# design 1

Fig. 1: design 1, clock nets
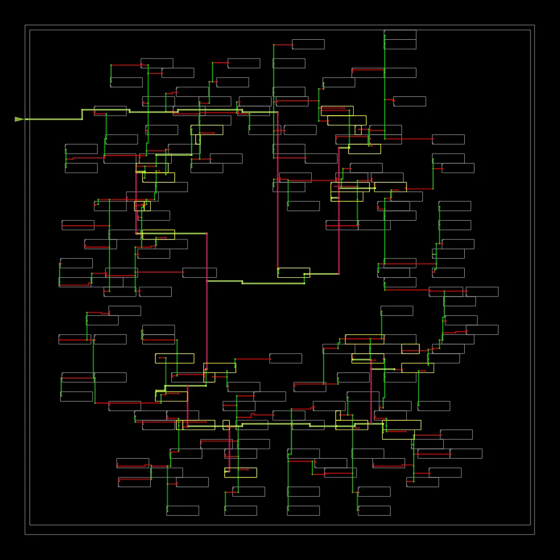

<file path="src/rtl/wb_merge.sv">
// wb_merge: merges NUM_PORTS one-deep writeback holding entries into a single registered packet stream.
// Config macro WB_MERGE_RR_EN selects round-robin arbitration; undefined gives fixed lowest-index priority.
module wb_merge #(
  parameter int NUM_PORTS = 3,
  parameter int ID_W      = 3,
  parameter int DATA_W    = 32
) (
  input  logic                          clk,
  input  logic                          rst,
  input  logic [NUM_PORTS-1:0]          unit_valid,
  input  logic [NUM_PORTS*ID_W-1:0]     unit_id,
  input  logic [NUM_PORTS*DATA_W-1:0]   unit_data,
  output logic [NUM_PORTS-1:0]          unit_ack,
  output logic                          wb_valid,
  output logic [ID_W-1:0]               wb_id,
  output logic [DATA_W-1:0]             wb_data,
  input  logic                          wb_ready
);

  logic [NUM_PORTS-1:0]             hold_valid_q, hold_valid_d;
  logic [NUM_PORTS-1:0][ID_W-1:0]   hold_id_q, hold_id_d;
  logic [NUM_PORTS-1:0][DATA_W-1:0] hold_data_q, hold_data_d;
  logic                             wb_valid_q, wb_valid_d;
  logic [ID_W-1:0]                  wb_id_q, wb_id_d;
  logic [DATA_W-1:0]                wb_data_q, wb_data_d;

  logic [NUM_PORTS-1:0] grant;
  logic [NUM_PORTS-1:0] grant_fire;
  logic                 gnt_found;
  logic                 out_free;

`ifdef WB_MERGE_RR_EN
  localparam int PTR_W = $clog2(NUM_PORTS);
  logic [PTR_W-1:0] ptr_q, ptr_d, gnt_idx;

  // Two passes: indices at/after the pointer first, then wrap to the low indices.
  always_comb begin
    grant     = '0;
    gnt_idx   = '0;
    gnt_found = 1'b0;
    for (int i = 0; i < NUM_PORTS; i++) begin
      if (!gnt_found && hold_valid_q[i] && (PTR_W'(i) >= ptr_q)) begin
        grant[i]  = 1'b1;
        gnt_idx   = PTR_W'(i);
        gnt_found = 1'b1;
      end
    end
    for (int i = 0; i < NUM_PORTS; i++) begin
      if (!gnt_found && hold_valid_q[i]) begin
        grant[i]  = 1'b1;
        gnt_idx   = PTR_W'(i);
        gnt_found = 1'b1;
      end
    end
  end

  always_comb begin
    ptr_d = ptr_q;
    if (|grant_fire) begin
      ptr_d = (gnt_idx == PTR_W'(NUM_PORTS - 1)) ? '0 : gnt_idx + 1'b1;
    end
  end

  always_ff @(posedge clk or posedge rst) begin
    if (rst) ptr_q <= '0;
    else     ptr_q <= ptr_d;
  end
`else
  always_comb begin
    grant     = '0;
    gnt_found = 1'b0;
    for (int i = 0; i < NUM_PORTS; i++) begin
      if (!gnt_found && hold_valid_q[i]) begin
        grant[i]  = 1'b1;
        gnt_found = 1'b1;
      end
    end
  end
`endif

  assign out_free   = !wb_valid_q || wb_ready;
  assign grant_fire = grant & {NUM_PORTS{out_free}};
  assign unit_ack   = ~hold_valid_q | grant_fire;

  // A drained entry may be refilled on the same edge; the load below wins over the clear.
  always_comb begin
    hold_valid_d = hold_valid_q;
    hold_id_d    = hold_id_q;
    hold_data_d  = hold_data_q;
    wb_valid_d   = wb_valid_q;
    wb_id_d      = wb_id_q;
    wb_data_d    = wb_data_q;
    if (wb_ready) wb_valid_d = 1'b0;
    for (int i = 0; i < NUM_PORTS; i++) begin
      if (grant_fire[i]) begin
        wb_valid_d      = 1'b1;
        wb_id_d         = hold_id_q[i];
        wb_data_d       = hold_data_q[i];
        hold_valid_d[i] = 1'b0;
      end
      if (unit_valid[i] && unit_ack[i]) begin
        hold_valid_d[i] = 1'b1;
        hold_id_d[i]    = unit_id[i*ID_W +: ID_W];
        hold_data_d[i]  = unit_data[i*DATA_W +: DATA_W];
      end
    end
  end

  always_ff @(posedge clk or posedge rst) begin
    if (rst) begin
      hold_valid_q <= '0;
      hold_id_q    <= '0;
      hold_data_q  <= '0;
      wb_valid_q   <= 1'b0;
      wb_id_q      <= '0;
      wb_data_q    <= '0;
    end else begin
      hold_valid_q <= hold_valid_d;
      hold_id_q    <= hold_id_d;
      hold_data_q  <= hold_data_d;
      wb_valid_q   <= wb_valid_d;
      wb_id_q      <= wb_id_d;
      wb_data_q    <= wb_data_d;
    end
  end

  assign wb_valid = wb_valid_q;
  assign wb_id    = wb_id_q;
  assign wb_data  = wb_data_q;

endmodule

</file>
<file path="config.mk">
export PLATFORM = sky130hd
export DESIGN_NAME = wb_merge
export DESIGN_NICKNAME = d
export VERILOG_FILES = /design/src/rtl/wb_merge.sv
export SDC_FILE = /design/constraint.sdc
export NUM_CORES = 1
export LEC_CHECK = 0
export CAP_MARGIN = 10
export CORE_UTILIZATION = 30
export DETAILED_ROUTE_END_ITERATION = 10
export HOLD_SLACK_MARGIN = 0.15
export RECOVER_POWER = 50
export REMOVE_ABC_BUFFERS = 1
export SLEW_MARGIN = 5
export SYNTH_ARGS = -nofsm -noshare
export SYNTH_HDL_FRONTEND = slang
export SYNTH_SLANG_ARGS = --single-unit
</file>
<file path="constraint.sdc">
create_clock -name clk -period 4.1 [get_ports clk]
set_clock_uncertainty 0.2 [all_clocks]
set_input_delay 0.41 -clock clk [delete_from_list [all_inputs] [get_ports clk]]
set_output_delay 0.41 -clock clk [all_outputs]
set_load 0.02 [all_outputs]
</file>
# design 2

==> src/rtl/arb_mux_pkg.sv <==
// arb_mux_pkg
//   Shared definitions for the arb_mux_reg slice: selection mode encoding.
package arb_mux_pkg;

    typedef logic [1:0] mode_t;

    localparam mode_t MODE_SEL   = 2'd0;   // manual select via sel
    localparam mode_t MODE_FIXED = 2'd1;   // lowest-index valid channel wins
    localparam mode_t MODE_RR    = 2'd2;   // round-robin starting at rr_ptr
    localparam mode_t MODE_RSVD  = 2'd3;   // no grant, output drains

endpackage

==> src/rtl/rr_grant.sv <==
// rr_grant
//   Rotating priority encoder: picks the first set req bit at or above base,
//   wrapping modulo NUM_CH. With base=0 it is a plain lowest-index-wins encoder.
// Ports
//   req    in   NUM_CH   request vector
//   base   in   SEL_W    index where the search starts
//   grant  out  NUM_CH   one-hot grant (all zero when no request)
//   idx    out  SEL_W    index of the granted channel
//   any    out  1        a grant exists
module rr_grant #(
    parameter  int NUM_CH = 4,
    localparam int SEL_W  = $clog2(NUM_CH)
) (
    input  logic [NUM_CH-1:0] req,
    input  logic [SEL_W-1:0]  base,
    output logic [NUM_CH-1:0] grant,
    output logic [SEL_W-1:0]  idx,
    output logic              any
);

    // Requests are duplicated side by side; the lower copy is masked below
    // base so the search naturally wraps into the unmasked upper copy.
    logic [2*NUM_CH-1:0] req_dbl;
    logic [2*NUM_CH-1:0] masked;

    always_comb begin
        req_dbl = {req, req};
        masked  = '0;
        for (int j = 0; j < 2*NUM_CH; j++) begin
            masked[j] = req_dbl[j] & ((j >= NUM_CH) || (j >= int'(base)));
        end
    end

    // Scanning downward and overwriting leaves the lowest set bit as winner.
    always_comb begin
        grant = '0;
        idx   = '0;
        any   = 1'b0;
        for (int j = 2*NUM_CH-1; j >= 0; j--) begin
            if (masked[j]) begin
                grant              = '0;
                grant[j % NUM_CH]  = 1'b1;
                idx                = SEL_W'(j % NUM_CH);
                any                = 1'b1;
            end
        end
    end

endmodule

==> src/rtl/arb_mux_reg.sv <==
// arb_mux_reg
//   NUM_CH-to-1 multiplexer with a registered output stage and valid/ready
//   handshakes on both sides. Grant is chosen by manual select, fixed
//   priority or round-robin; mode 3 grants nothing.
// Ports
//   clk        in   1              rising-edge clock
//   rst        in   1              synchronous active-high reset
//   mode       in   2              0=SEL 1=FIXED 2=RR 3=reserved
//   sel        in   SEL_W          channel used in SEL mode
//   in_data    in   NUM_CH*WIDTH   channel i at [i*WIDTH +: WIDTH]
//   in_valid   in   NUM_CH         per-channel valid
//   in_ready   out  NUM_CH         per-channel ready (combinational)
//   out_data   out  WIDTH          registered data
//   out_ch     out  SEL_W          source channel of out_data
//   out_valid  out  1              registered valid
//   out_ready  in   1              consumer ready
module arb_mux_reg
    import arb_mux_pkg::*;
#(
    parameter  int NUM_CH = 4,
    parameter  int WIDTH  = 8,
    localparam int SEL_W  = $clog2(NUM_CH)
) (
    input  logic                      clk,
    input  logic                      rst,
    input  logic [1:0]                mode,
    input  logic [SEL_W-1:0]          sel,
    input  logic [NUM_CH*WIDTH-1:0]   in_data,
    input  logic [NUM_CH-1:0]         in_valid,
    output logic [NUM_CH-1:0]         in_ready,
    output logic [WIDTH-1:0]          out_data,
    output logic [SEL_W-1:0]          out_ch,
    output logic                      out_valid,
    input  logic                      out_ready
);

    mode_t             mode_m;
    logic [SEL_W-1:0]  rr_ptr;
    logic [SEL_W-1:0]  enc_base;
    logic [NUM_CH-1:0] enc_grant;
    logic [SEL_W-1:0]  enc_idx;
    logic              enc_any;

    logic [NUM_CH-1:0] grant;
    logic [SEL_W-1:0]  g_idx;
    logic              g_any;
    logic              accept;
    logic              xfer;

    assign mode_m   = mode_t'(mode);
    assign enc_base = (mode_m == MODE_RR) ? rr_ptr : '0;

    rr_grant #(.NUM_CH(NUM_CH)) u_enc (
        .req   (in_valid),
        .base  (enc_base),
        .grant (enc_grant),
        .idx   (enc_idx),
        .any   (enc_any)
    );

    always_comb begin
        grant = '0;
        g_idx = '0;
        g_any = 1'b0;
        case (mode_m)
            MODE_SEL: begin
                // sel may address a channel that does not exist when NUM_CH
                // is not a power of two; such a select grants nothing.
                if (int'(sel) < NUM_CH) begin
                    if (in_valid[sel]) begin
                        grant[sel] = 1'b1;
                        g_idx      = sel;
                        g_any      = 1'b1;
                    end
                end
            end
            MODE_FIXED, MODE_RR: begin
                grant = enc_grant;
                g_idx = enc_idx;
                g_any = enc_any;
            end
            default: ;
        endcase
    end

    // The output register can take a new beat when empty or being drained.
    assign accept   = ~out_valid | out_ready;
    assign in_ready = grant & {NUM_CH{accept & ~rst}};
    assign xfer     = g_any & accept & ~rst;

    always_ff @(posedge clk) begin
        if (rst) begin
            out_valid <= 1'b0;
            out_data  <= '0;
            out_ch    <= '0;
            rr_ptr    <= '0;
        end else if (xfer) begin
            out_valid <= 1'b1;
            out_data  <= in_data[g_idx*WIDTH +: WIDTH];
            out_ch    <= g_idx;
            if (mode_m == MODE_RR) begin
                rr_ptr <= (g_idx == SEL_W'(NUM_CH-1)) ? '0 : g_idx + SEL_W'(1);
            end
        end else if (out_valid && out_ready) begin
            out_valid <= 1'b0;
        end
    end

endmodule
==> config.mk <==
export PLATFORM = sky130hd
export DESIGN_NAME = arb_mux_reg
export DESIGN_NICKNAME = d
export VERILOG_FILES = /design/src/rtl/arb_mux_pkg.sv /design/src/rtl/rr_grant.sv /design/src/rtl/arb_mux_reg.sv
export SDC_FILE = /design/constraint.sdc
export NUM_CORES = 1
export LEC_CHECK = 0
export CORE_UTILIZATION = 25
export CTS_CLUSTER_DIAMETER = 60
export DETAILED_ROUTE_END_ITERATION = 8
export PLACE_DENSITY = 0.55
export SLEW_MARGIN = 20
export SYNTH_ARGS = -nofsm -noshare
export SYNTH_HDL_FRONTEND = slang
export SYNTH_HIERARCHICAL = 1
export SYNTH_SLANG_ARGS = --single-unit
==> constraint.sdc <==
create_clock -name clk -period 4 [get_ports clk]
set_input_delay 0.8 -clock clk [delete_from_list [all_inputs] [get_ports clk]]
set_output_delay 0.8 -clock clk [all_outputs]
set_load 0.01 [all_outputs]
# design 3

File: config.mk
export PLATFORM = sky130hd
export DESIGN_NAME = cell_cursor_editor_flat
export DESIGN_NICKNAME = d
export VERILOG_FILES = /design/src/rtl/cell_cursor_editor_if.sv /design/src/rtl/cell_cursor_editor.sv /design/src/flat_wrapper.sv
export SDC_FILE = /design/constraint.sdc
export NUM_CORES = 1
export LEC_CHECK = 0
export CAP_MARGIN = 20
export CORE_ASPECT_RATIO = 1.25
export CORE_MARGIN = 8
export CORE_UTILIZATION = 26
export DETAILED_ROUTE_END_ITERATION = 10
export PLACE_DENSITY = 0.37
export SETUP_SLACK_MARGIN = 0.3
export SYNTH_ARGS = -nofsm -noshare
export SYNTH_HDL_FRONTEND = slang
export SYNTH_SLANG_ARGS = --single-unit
File: constraint.sdc
create_clock -name clk -period 2.7 [get_ports clk]
set_input_delay 0.675 -clock clk [delete_from_list [all_inputs] [get_ports clk]]
set_output_delay 0.675 -clock clk [all_outputs]
set_load 0.01 [all_outputs]
File: src/rtl/cell_cursor_editor_if.sv
// Button, run and placement-handshake signals between the editor and its neighbours.
// The slave modport is the editor's view and the master modport is the driver's view.
interface cell_cursor_editor_if;
  logic       btn_up;
  logic       btn_down;
  logic       btn_left;
  logic       btn_right;
  logic       btn_place;
  logic       run;
  logic [7:0] xcoordinate;
  logic [7:0] ycoordinate;
  logic       coordinatesready;
  logic       busy;

  modport slave (
    input  btn_up, btn_down, btn_left, btn_right, btn_place, run,
    output xcoordinate, ycoordinate, coordinatesready, busy
  );

  modport master (
    output btn_up, btn_down, btn_left, btn_right, btn_place, run,
    input  xcoordinate, ycoordinate, coordinatesready, busy
  );
endinterface

File: src/rtl/cell_cursor_editor.sv
// Debounces five push-buttons into a wrapping grid cursor and issues toggle-style placements.
// Each button press reaches the outputs 3 + DEBOUNCE_CYCLES cycles after its raw edge.
// After a placement, all requests are dropped for HOLD_CYCLES cycles.
module cell_cursor_editor #(
  parameter int COLS            = 80,
  parameter int ROWS            = 48,
  parameter int DEBOUNCE_CYCLES = 250000,
  parameter int HOLD_CYCLES     = 4
) (
  input logic                  clk,
  input logic                  reset,
  cell_cursor_editor_if.slave  bus
);

  localparam int NB = 5;
  localparam int CW = $clog2(DEBOUNCE_CYCLES + 1);
  localparam int HW = $clog2(HOLD_CYCLES);
  localparam logic [CW-1:0] DEB_LAST  = CW'(DEBOUNCE_CYCLES - 1);
  localparam logic [HW-1:0] HOLD_LAST = HW'(HOLD_CYCLES - 1);
  localparam logic [7:0]    X_MAX     = 8'(COLS - 1);
  localparam logic [7:0]    Y_MAX     = 8'(ROWS - 1);

  // Button index map: 0 up, 1 down, 2 left, 3 right, 4 place
  logic [NB-1:0] raw;
  logic [NB-1:0] sync1_q, sync2_q, deb_q, press_q;
  logic [CW-1:0] cnt_q [NB];

  assign raw = {bus.btn_place, bus.btn_right, bus.btn_left, bus.btn_down, bus.btn_up};

  always_ff @(posedge clk) begin
    if (!reset) begin
      sync1_q <= '0;
      sync2_q <= '0;
      deb_q   <= '0;
      press_q <= '0;
      for (int i = 0; i < NB; i++) cnt_q[i] <= '0;
    end else begin
      sync1_q <= raw;
      sync2_q <= sync1_q;
      for (int i = 0; i < NB; i++) begin
        press_q[i] <= 1'b0;
        if (sync2_q[i] != deb_q[i]) begin
          if (cnt_q[i] == DEB_LAST) begin
            deb_q[i]   <= ~deb_q[i];
            cnt_q[i]   <= '0;
            press_q[i] <= ~deb_q[i];
          end else begin
            cnt_q[i] <= cnt_q[i] + 1'b1;
          end
        end else begin
          cnt_q[i] <= '0;
        end
      end
    end
  end

  typedef enum logic {IDLE, HOLD} state_t;

  state_t        state_q, state_d;
  logic [7:0]    x_q, x_d, y_q, y_d;
  logic          cr_q, cr_d, busy_q, busy_d;
  logic [HW-1:0] hold_q, hold_d;
  logic          place_ev;

  assign place_ev = press_q[4] && !bus.run;

  always_ff @(posedge clk) begin
    if (!reset) begin
      state_q <= IDLE;
      x_q     <= '0;
      y_q     <= '0;
      cr_q    <= 1'b0;
      busy_q  <= 1'b0;
      hold_q  <= '0;
    end else begin
      state_q <= state_d;
      x_q     <= x_d;
      y_q     <= y_d;
      cr_q    <= cr_d;
      busy_q  <= busy_d;
      hold_q  <= hold_d;
    end
  end

  always_comb begin
    state_d = state_q;
    case (state_q)
      IDLE:    if (place_ev) state_d = HOLD;
      HOLD:    if (hold_q == '0) state_d = IDLE;
      default: state_d = IDLE;
    endcase
  end

  always_comb begin
    x_d    = x_q;
    y_d    = y_q;
    cr_d   = cr_q;
    busy_d = busy_q;
    hold_d = hold_q;
    case (state_q)
      IDLE: begin
        // A placement wins over moves in the same cycle so the sent coordinates are pre-move
        if (place_ev) begin
          cr_d   = ~cr_q;
          hold_d = HOLD_LAST;
          busy_d = 1'b1;
        end else begin
          if (press_q[2] && !press_q[3])      x_d = (x_q == 8'd0)  ? X_MAX : x_q - 8'd1;
          else if (press_q[3] && !press_q[2]) x_d = (x_q == X_MAX) ? 8'd0  : x_q + 8'd1;
          if (press_q[0] && !press_q[1])      y_d = (y_q == 8'd0)  ? Y_MAX : y_q - 8'd1;
          else if (press_q[1] && !press_q[0]) y_d = (y_q == Y_MAX) ? 8'd0  : y_q + 8'd1;
        end
      end
      HOLD: begin
        if (hold_q == '0) busy_d = 1'b0;
        else              hold_d = hold_q - 1'b1;
      end
      default: ;
    endcase
  end

  assign bus.xcoordinate      = x_q;
  assign bus.ycoordinate      = y_q;
  assign bus.coordinatesready = cr_q;
  assign bus.busy             = busy_q;

endmodule

File: src/flat_wrapper.sv
// flat-port wrapper written by rule: the top's interface ports become plain ports
module cell_cursor_editor_flat 
#(
  parameter int COLS            = 80,
  parameter int ROWS            = 48,
  parameter int DEBOUNCE_CYCLES = 250000,
  parameter int HOLD_CYCLES     = 4
)
  (clk, reset, bus_btn_up, bus_btn_down, bus_btn_left, bus_btn_right, bus_btn_place, bus_run, bus_xcoordinate, bus_ycoordinate, bus_coordinatesready, bus_busy);
  cell_cursor_editor_if bus_i ();
  input logic clk;
  input logic reset;
  input wire logic [$bits(bus_i.btn_up)-1:0] bus_btn_up;
  input wire logic [$bits(bus_i.btn_down)-1:0] bus_btn_down;
  input wire logic [$bits(bus_i.btn_left)-1:0] bus_btn_left;
  input wire logic [$bits(bus_i.btn_right)-1:0] bus_btn_right;
  input wire logic [$bits(bus_i.btn_place)-1:0] bus_btn_place;
  input wire logic [$bits(bus_i.run)-1:0] bus_run;
  output wire logic [$bits(bus_i.xcoordinate)-1:0] bus_xcoordinate;
  output wire logic [$bits(bus_i.ycoordinate)-1:0] bus_ycoordinate;
  output wire logic [$bits(bus_i.coordinatesready)-1:0] bus_coordinatesready;
  output wire logic [$bits(bus_i.busy)-1:0] bus_busy;
  assign bus_i.btn_up = bus_btn_up;
  assign bus_i.btn_down = bus_btn_down;
  assign bus_i.btn_left = bus_btn_left;
  assign bus_i.btn_right = bus_btn_right;
  assign bus_i.btn_place = bus_btn_place;
  assign bus_i.run = bus_run;
  assign bus_xcoordinate = bus_i.xcoordinate;
  assign bus_ycoordinate = bus_i.ycoordinate;
  assign bus_coordinatesready = bus_i.coordinatesready;
  assign bus_busy = bus_i.busy;
  cell_cursor_editor #(.COLS(COLS), .ROWS(ROWS), .DEBOUNCE_CYCLES(DEBOUNCE_CYCLES), .HOLD_CYCLES(HOLD_CYCLES)) u_core (.clk(clk), .reset(reset), .bus(bus_i));
endmodule
# design 4

`src/rtl/pdm_mic_frontend.sv`:
```
// PDM microphone front end: generates the mic clock, samples the 1-bit stream and
// decimates it through a 3-stage CIC filter into a signed 8-bit audio sample.
module pdm_mic_frontend #(
  parameter int CLK_DIV    = 8,
  parameter int DECIM_LOG2 = 6
) (
  input  logic              wb_clk_i,
  input  logic              wb_reset_i,
  input  logic              enable,
  input  logic              pdm_data,
  output logic              pdm_clk,
  output logic signed [7:0] audio,
  output logic              sample_valid
);

  localparam int W     = 3 * DECIM_LOG2 + 2;
  localparam int SHIFT = 3 * DECIM_LOG2 - 7;
  localparam int DIV_W = $clog2(CLK_DIV);

  localparam logic [DIV_W-1:0]    DIV_LAST = DIV_W'(CLK_DIV - 1);
  localparam logic [DIV_W-1:0]    DIV_HALF = DIV_W'(CLK_DIV / 2);
  localparam logic signed [W-1:0] POS_LIM  = W'(127);
  localparam logic signed [W-1:0] NEG_LIM  = -(W'(128));

  logic [DIV_W-1:0]      div_cnt;
  logic [DIV_W-1:0]      div_next;
  logic [DECIM_LOG2-1:0] dec_cnt;
  logic                  dec_last;
  logic                  bit_en;
  logic                  sync1;
  logic                  sync2;

  logic signed [W-1:0] pdm_step;
  logic signed [W-1:0] int1, int2, int3;
  logic signed [W-1:0] int1_next, int2_next, int3_next;

  logic                cap_pend;
  logic signed [W-1:0] cap;
  logic signed [W-1:0] cap_d, comb1_d, comb2_d;
  logic signed [W-1:0] comb1, comb2, comb3;
  logic signed [W-1:0] scaled;
  logic signed [7:0]   audio_sat;
  logic [1:0]          settle_cnt;

  always_comb begin
    div_next  = (div_cnt == DIV_LAST) ? '0 : div_cnt + 1'b1;
    bit_en    = enable && (div_cnt == DIV_LAST);
    dec_last  = &dec_cnt;
    pdm_step  = sync2 ? W'(1) : '1;
    int1_next = int1 + pdm_step;
    int2_next = int2 + int1_next;
    int3_next = int3 + int2_next;
  end

  // Comb stages run in the cycle after capture; only the final stage is scaled and clamped.
  always_comb begin
    comb1  = cap - cap_d;
    comb2  = comb1 - comb1_d;
    comb3  = comb2 - comb2_d;
    scaled = comb3 >>> SHIFT;
    if (scaled > POS_LIM) begin
      audio_sat = 8'sh7F;
    end else if (scaled < NEG_LIM) begin
      audio_sat = 8'sh80;
    end else begin
      audio_sat = scaled[7:0];
    end
  end

  always_ff @(posedge wb_clk_i) begin
    if (wb_reset_i) begin
      sync1 <= 1'b0;
      sync2 <= 1'b0;
    end else begin
      sync1 <= pdm_data;
      sync2 <= sync1;
    end
  end

  // Disabling discards all filter history and any partially accumulated period,
  // but the last published sample stays visible on audio.
  always_ff @(posedge wb_clk_i) begin
    if (wb_reset_i) begin
      div_cnt      <= '0;
      pdm_clk      <= 1'b0;
      dec_cnt      <= '0;
      int1         <= '0;
      int2         <= '0;
      int3         <= '0;
      cap          <= '0;
      cap_pend     <= 1'b0;
      cap_d        <= '0;
      comb1_d      <= '0;
      comb2_d      <= '0;
      settle_cnt   <= '0;
      audio        <= '0;
      sample_valid <= 1'b0;
    end else if (!enable) begin
      div_cnt      <= '0;
      pdm_clk      <= 1'b0;
      dec_cnt      <= '0;
      int1         <= '0;
      int2         <= '0;
      int3         <= '0;
      cap          <= '0;
      cap_pend     <= 1'b0;
      cap_d        <= '0;
      comb1_d      <= '0;
      comb2_d      <= '0;
      settle_cnt   <= '0;
      sample_valid <= 1'b0;
    end else begin
      div_cnt      <= div_next;
      pdm_clk      <= (div_next >= DIV_HALF);
      cap_pend     <= bit_en && dec_last;
      sample_valid <= 1'b0;
      if (bit_en) begin
        int1    <= int1_next;
        int2    <= int2_next;
        int3    <= int3_next;
        dec_cnt <= dec_cnt + 1'b1;
        if (dec_last) begin
          cap <= int3_next;
        end
      end
      if (cap_pend) begin
        cap_d   <= cap;
        comb1_d <= comb1;
        comb2_d <= comb2;
        if (settle_cnt == 2'd3) begin
          audio        <= audio_sat;
          sample_valid <= 1'b1;
        end else begin
          settle_cnt <= settle_cnt + 2'd1;
        end
      end
    end
  end

endmodule

```
`config.mk`:
```
export PLATFORM = sky130hd
export DESIGN_NAME = pdm_mic_frontend
export DESIGN_NICKNAME = d
export VERILOG_FILES = /design/src/rtl/pdm_mic_frontend.sv
export SDC_FILE = /design/constraint.sdc
export NUM_CORES = 1
export LEC_CHECK = 0
export ABC_AREA = 1
export CAP_MARGIN = 20
export CELL_PAD_IN_SITES_DETAIL_PLACEMENT = 1
export CELL_PAD_IN_SITES_GLOBAL_PLACEMENT = 2
export CORE_MARGIN = 4
export CORE_UTILIZATION = 40
export CTS_BUF_LIST = sky130_fd_sc_hd__clkbuf_4 sky130_fd_sc_hd__clkbuf_8
export DETAILED_ROUTE_END_ITERATION = 10
export PLACE_DENSITY = 0.84
export SKIP_CTS_REPAIR_TIMING = 1
export SYNTH_ARGS = -nofsm -noshare
export SYNTH_HDL_FRONTEND = slang
export SYNTH_SLANG_ARGS = --single-unit
```
`constraint.sdc`:
```
create_clock -name wb_clk_i -period 8.4 [get_ports wb_clk_i]
set_clock_uncertainty 0.15 [all_clocks]
set_input_delay 1.68 -clock wb_clk_i [delete_from_list [all_inputs] [get_ports wb_clk_i]]
set_output_delay 1.68 -clock wb_clk_i [all_outputs]
set_load 0.02 [all_outputs]
```
Fig. 2: design 3, met4 routing
Scale: 2 px per micron. Supply wires on this layer in grey. Cells faint in the background.
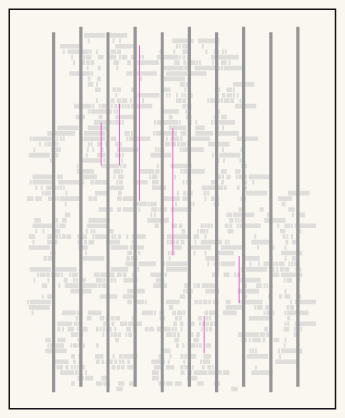
nets with wire on the layer = 4
main direction = vertical
wire length on this layer = 234 microns
share of all routed wire = 1.6%
longest straight run = 77.5 microns

==> Slide: Implementation Results, design 3 <==
Flow Results at a Glance

Floorplan
  • Row Count: 67
  • Total Die Area: 0.0323 sq mm
  • Height of the die: 199 microns
  • Number of ports placed on the die boundary: 26

Power
  • Clock network fraction of total power: 0.465

Yosys
  • Synth top cell by count: sky130_fd_sc_hd__nor2_1
  • Dominant cells by area after synthesis: sky130_fd_sc_hd__edfxtp_1, sky130_fd_sc_hd__dfxtp_1, sky130_fd_sc_hd__nor2_1
  • Share of synthesized cell area in full adder, half adder and majority cells: 0.0251
  • Top flip-flop cell by instance count after synthesis: sky130_fd_sc_hd__edfxtp_1
  • Fraction of registers with async set/reset: 0

Setup path
  • Slack of the worst reg-to-reg path: 650 ps
  • Slowest cell on the critical path: sky130_fd_sc_hd__clkdlybuf4s50_1

Finish
  • Multi-input combinational area share: 0.419
  • Cell area after layout: 0.00846 sq mm
  • Register with the highest flop count: u_core.cnt_q
  • Syn-to-layout area delta: 21.5%

CTS
  • CTS clk-pin slew, worst paths: 60 ps
  • CTS Hold Bufs: 0

Placement
  • Pre-CTS worst setup slack: 179 ps
  • Placer Congestion: 0.776

Detailed routing
  • Met3 WL: 406 microns

Status
  • Run status: completed

Min path
  • Hold Path Class: flip-flop to flip-flop
## design 3: metrics by stage
step | utilization | hold slack [ps] | total power [mW]
floorplan | - | 412 | 2.45
global placement | 0.298 | 418 | 2.52
detailed placement | 0.298 | 421 | 2.52
CTS | 0.318 | 434 | 4.74
global route | 0.318 | 445 | 4.84
finish | 0.318 | 433 | 4.64
## design 3: what timing repair did
action                                  in CTS  in global routing
endpoints found under the setup margin       0                  1
hold endpoints to repair                     0                  0
resized                                      0                  1
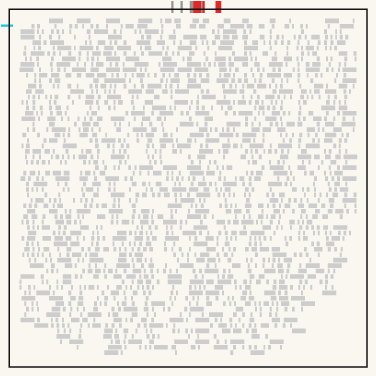
Fig. 3. I/O pins on the die edge (design 4).
Scale: 2 px per micron. Pins as bars across the die edge, other pins in grey.
red -> audio  # pins 8, direction output, edge north
cyan -> wb_clk_i  # pins 1, direction input, edge west
all pins by edge = 13 north, 1 west

==> Slide: Implementation Results, design 4 <==
Flow Results at a Glance

Timing
  • Transition at the pin with the smallest max-transition slack: 940 ps
  • Final Max Slew Viols: 0
  • Final period utilization: 0.702
  • Min setup slack post-route: 2510 ps
  • Final Hold Viols: 0

Global routing
  • Maximum number of pins on one net before global-route repair: 100
  • Via count of the first global-routing pass: 11000

Finish
  • Leading cell types in the layout, fill and taps excluded: sky130_fd_sc_hd__inv_1, sky130_fd_sc_hd__nand2_1, sky130_fd_sc_hd__a21oi_1
  • Final non-filler cell total: 2074
  • Number of nets in the finished design: 1802
  • Cell area after layout: 0.0125 sq mm

Yosys
  • Count of yosys warnings during synthesis: 0
  • Number of library cell types mapped by synthesis: 51
  • Syn avg cell area: 6.87 sq um
  • Yosys xor share: 0.0643

Floorplan
  • Height of the die: 178 microns
  • Area of the core: 0.0286 sq mm
  • Total Die Area: 0.0317 sq mm

Status
  • Run status: completed

Setup path
  • Startpoint of the most critical register-to-register path: sync2$_SDFF_PP0_
  • Worst Path Max Fanout: 18
  • Worst setup SP type: flip-flop

Power
  • LEAKAGE: 6.43 nW

Detailed routing
  • Wirelength per Cell: 15.6 microns

CTS
  • Clock tree from TritonCTS: done
  • Root Buffer Master: sky130_fd_sc_hd__clkbuf_8

Min path
  • Worst min-delay path endpoint: div_cnt[0]$_SDFF_PP0_
  • Hold wc startpoint: div_cnt[0]$_SDFF_PP0_
[design 4: layout make-up]
type                       count  area [sq um]
fill                        3742         16100
multi-input combinational   1180          7040
sequential                   163          3260
inverter                     297          1110
tap                          384           480
clock buffer                  17           234
clock inverter                15           213
timing repair buffer          18           168
[design 4: layer usage]
layer,up-vias,global-route usage
met3,32,0.0301
met4,0,0.0567
met2,66,0.399
met5,-,0
met1,5042,0.245
li1,5486,-
[design 4: where the power goes]
group	switching, mW	total, mW	internal, mW	leakage [nW]
combinational	0.0611	0.0854	0.0243	4.90
sequential	0.000517	0.774	0.773	1.31
clock	0.387	0.648	0.261	0.222
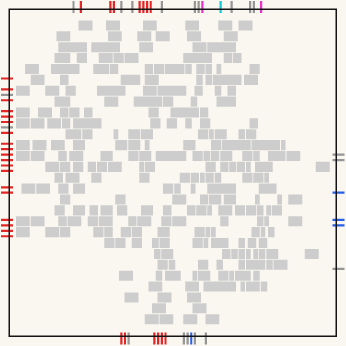
Fig. 4. I/O pins on the die edge (design 2).
Scale: 4 px per micron. Pins as bars across the die edge, other pins in grey.
cyan -> out_ready  # pins 1, direction input, edge north
magenta -> out_ch  # pins 2, direction output, edge north
blue -> in_ready  # pins 4, direction output, edge 3 east, 1 south
red -> in_data  # pins 32, direction input, edge 19 west, 7 north, 6 south

==> Slide: Implementation Results, design 2 <==
Flow Results at a Glance

Status
  • Run status: completed

Yosys
  • Count of yosys warnings during synthesis: 6
  • Most instantiated cells after synthesis: sky130_fd_sc_hd__dfxtp_1, sky130_fd_sc_hd__o21ai_0, sky130_fd_sc_hd__a22oi_1, sky130_fd_sc_hd__nand2_1, sky130_fd_sc_hd__nand3b_1
  • Top flip-flop cell by instance count after synthesis: sky130_fd_sc_hd__dfxtp_1
  • Synthesis area per yosys: 0.00158 sq mm

Placement
  • DP Cell Count: 329

Finish
  • Layout filler cell count: 593
  • Registers with the most flip-flops: out_data x8, out_ch x2, rr_ptr x2
  • Number of flip-flops under the largest register name: 8
  • Share of cells above drive strength 1: 0.140

Setup path
  • Timing endpoint of the critical path: in_ready[0]

CTS
  • Root Buffer Master: sky130_fd_sc_hd__clkbuf_8
  • Number of gates resized after CTS: 0

Power
  • Combinational power: 0.235 mW
  • Cell area power density: 219 mW/mm^2

Floorplan
  • Area of the core: 0.00599 sq mm
  • FP Core Util: 0.263

Timing
  • Final TNS setup: 0 ps

Min path
  • Number of cells on the worst hold path: 1

Detailed routing
  • Total detailed-routing wirelength: 4880 microns

Global routing
  • Overall fraction of global-route tracks in use: 0.151
  • Met1 usage in global routing: 0.208
-- design 2: stage by stage --
stage	area, sq um	setup WS [ps]
3_5_place_dp	2250	165
3_3_place_gp	2250	195
2_1_floorplan	1580	1150
4_1_cts	2290	154
5_1_grt	2300	19.6
6_report	2300	216
-- design 2: kinds of logic after synthesis --
family | Yosys count | share of synthesized area
adders and majority gates | 3 | 0.0238
muxes | 10 | 0.0723
AOI/OAI and AO/OA | 74 | 0.364
and+or+nand+nor | 74 | 0.285
DFF | 13 | 0.165
buffers and inverters | 25 | 0.0897
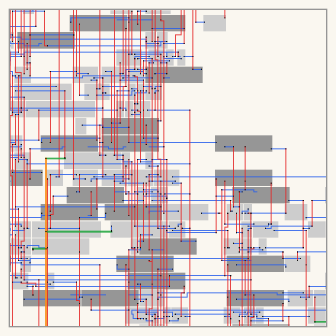
Fig. 5. A small window of the routed layout (design 1).
Window x 84 to 134, y 84 to 134 microns. Cells in grey, sequential cells in the stronger grey; small squares are vias.
red -> M2
orange -> M4
green -> M3
blue -> M1
most frequent = dfrtp_1 (21), nand2_1 (18), mux2_2 (12)
netlist names of flops here include = hold_data_q (16), wb_data (5)
cells with their middle in the window = 88
sequential cells in the window = 21

Notes on Fig. 1 above:
number of buffers created by CTS: 17
insertion delay to the later sink of the worst-skew pair: 420 ps
number of clock-tree buffers in the layout: 20

==> Slide: Implementation Results, design 1 <==
Flow Results at a Glance

Detailed routing
  • DR WL met2: 8510 microns
  • Post-route met1 wirelength: 7220 microns
  • Post-route DRC violation count: 0

Status
  • Failing checks: capacitance limit, slew limit
  • Run status: finished with violations

Job
  • Number of max-capacitance violations reported: 1

CTS
  • CTS clk-pin slew, worst paths: 60 ps
  • Clock tree from TritonCTS: done
  • TritonCTS sink count: 144

Yosys
  • Synthesis area per yosys: 0.00619 sq mm
  • Cell area after technology mapping: 0.00619 sq mm
  • Syn avg cell area: 12.0 sq um

Timing
  • Final Max Slew Viols: 84
  • Transition at the pin with the smallest max-transition slack: 1840 ps

Floorplan
  • Number of ports placed on the die boundary: 150

Finish
  • Leading cell types in the layout, fill and taps excluded: sky130_fd_sc_hd__dfrtp_1, sky130_fd_sc_hd__clkdlybuf4s50_1, sky130_fd_sc_hd__nand2_1

Power
  • Design Power: 4.48 mW
-- design 1: flip-flops by register name (all words and copies together) (netlist names) --
register / cells
hold_data_q: 96
wb_valid: 1
wb_id: 3
hold_valid_q: 3
wb_data: 32
hold_id_q: 9
-- design 1: logic make-up (layout without fill, tap and decap cells) --
kind of cell           after synthesis  count (layout)  synth area share
and+or+nand+nor                    119             119            0.0773
buffers and inverters               39             190            0.0316
AOI/OAI and AO/OA                  108             108             0.118
muxes                              105             105             0.191
DFF                                144             144             0.583


## Gallery

Met3 routing.
picture 1
Scale: 3 px per micron. Cells faint in the background.
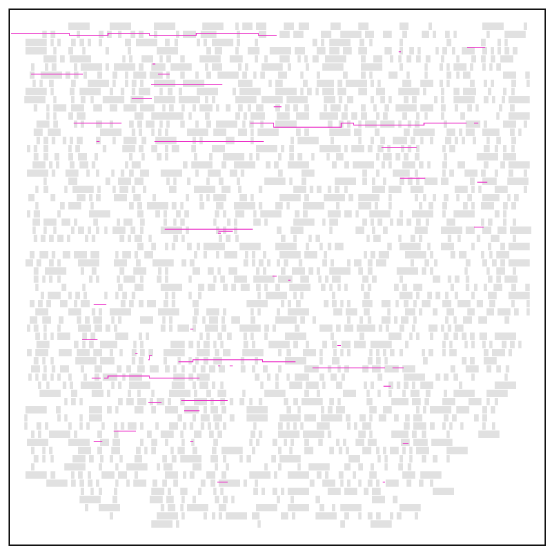
picture 2
Scale: 3 px per micron. Cells faint in the background.
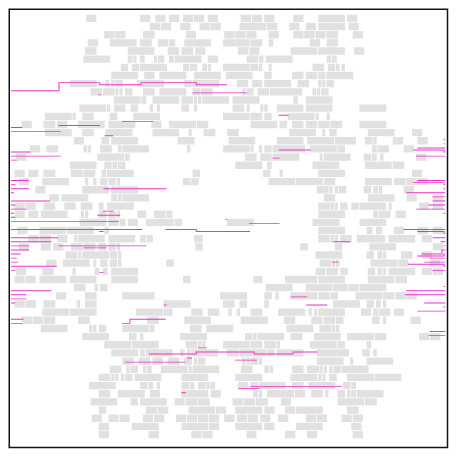
picture 3
Scale: 6 px per micron. Cells faint in the background.
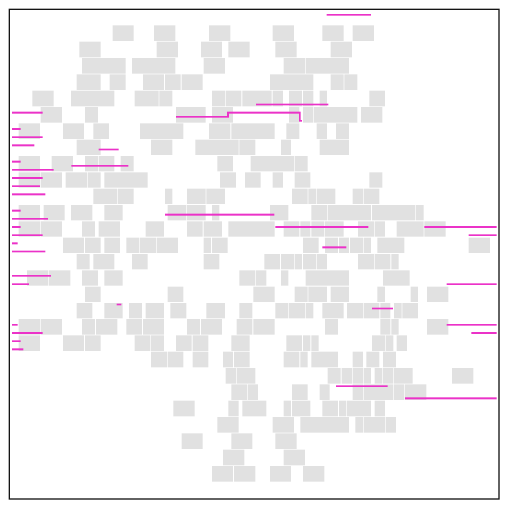
picture 4
Scale: 2 px per micron. Cells faint in the background.
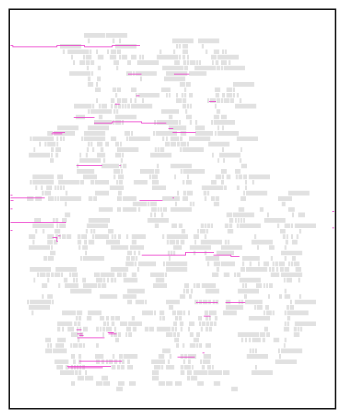
- design 2 = picture 3
- design 4 = picture 1
- design 3 = picture 4
- design 1 = picture 2

Key to picture 4:
wire length on this layer = 407 microns
share of all routed wire = 2.7%


==> gallery <==
A small window of the routed layout.
panel A
Window x 31 to 81, y 31 to 81 microns. Cells in grey, sequential cells in the stronger grey; small squares are vias.
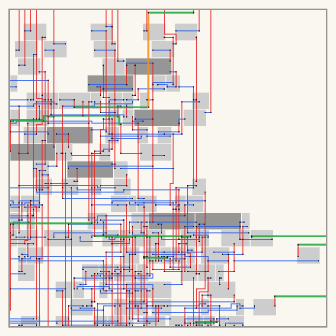
panel B
Window x 109 to 159, y 109 to 159 microns. Cells in grey, sequential cells in the stronger grey; small squares are vias.
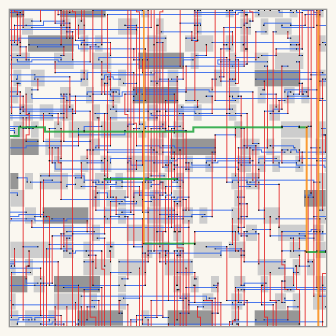
panel C
Window x 97 to 147, y 124 to 174 microns. Cells in grey, sequential cells in the stronger grey; small squares are vias.
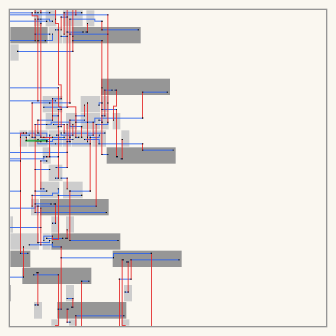
- panel B = design 4
- panel C = design 3
- panel A = design 2

Key to panel B:
orange -> M4
blue -> M1
red -> M2
green -> M3
most frequent = inv_1 (35), nand2_1 (30), a21oi_1 (21)
sequential cells in the window = 11
netlist names of flops here include = comb2_d (9)
cells with their middle in the window = 167

Power and IR drop assume default switching activity.
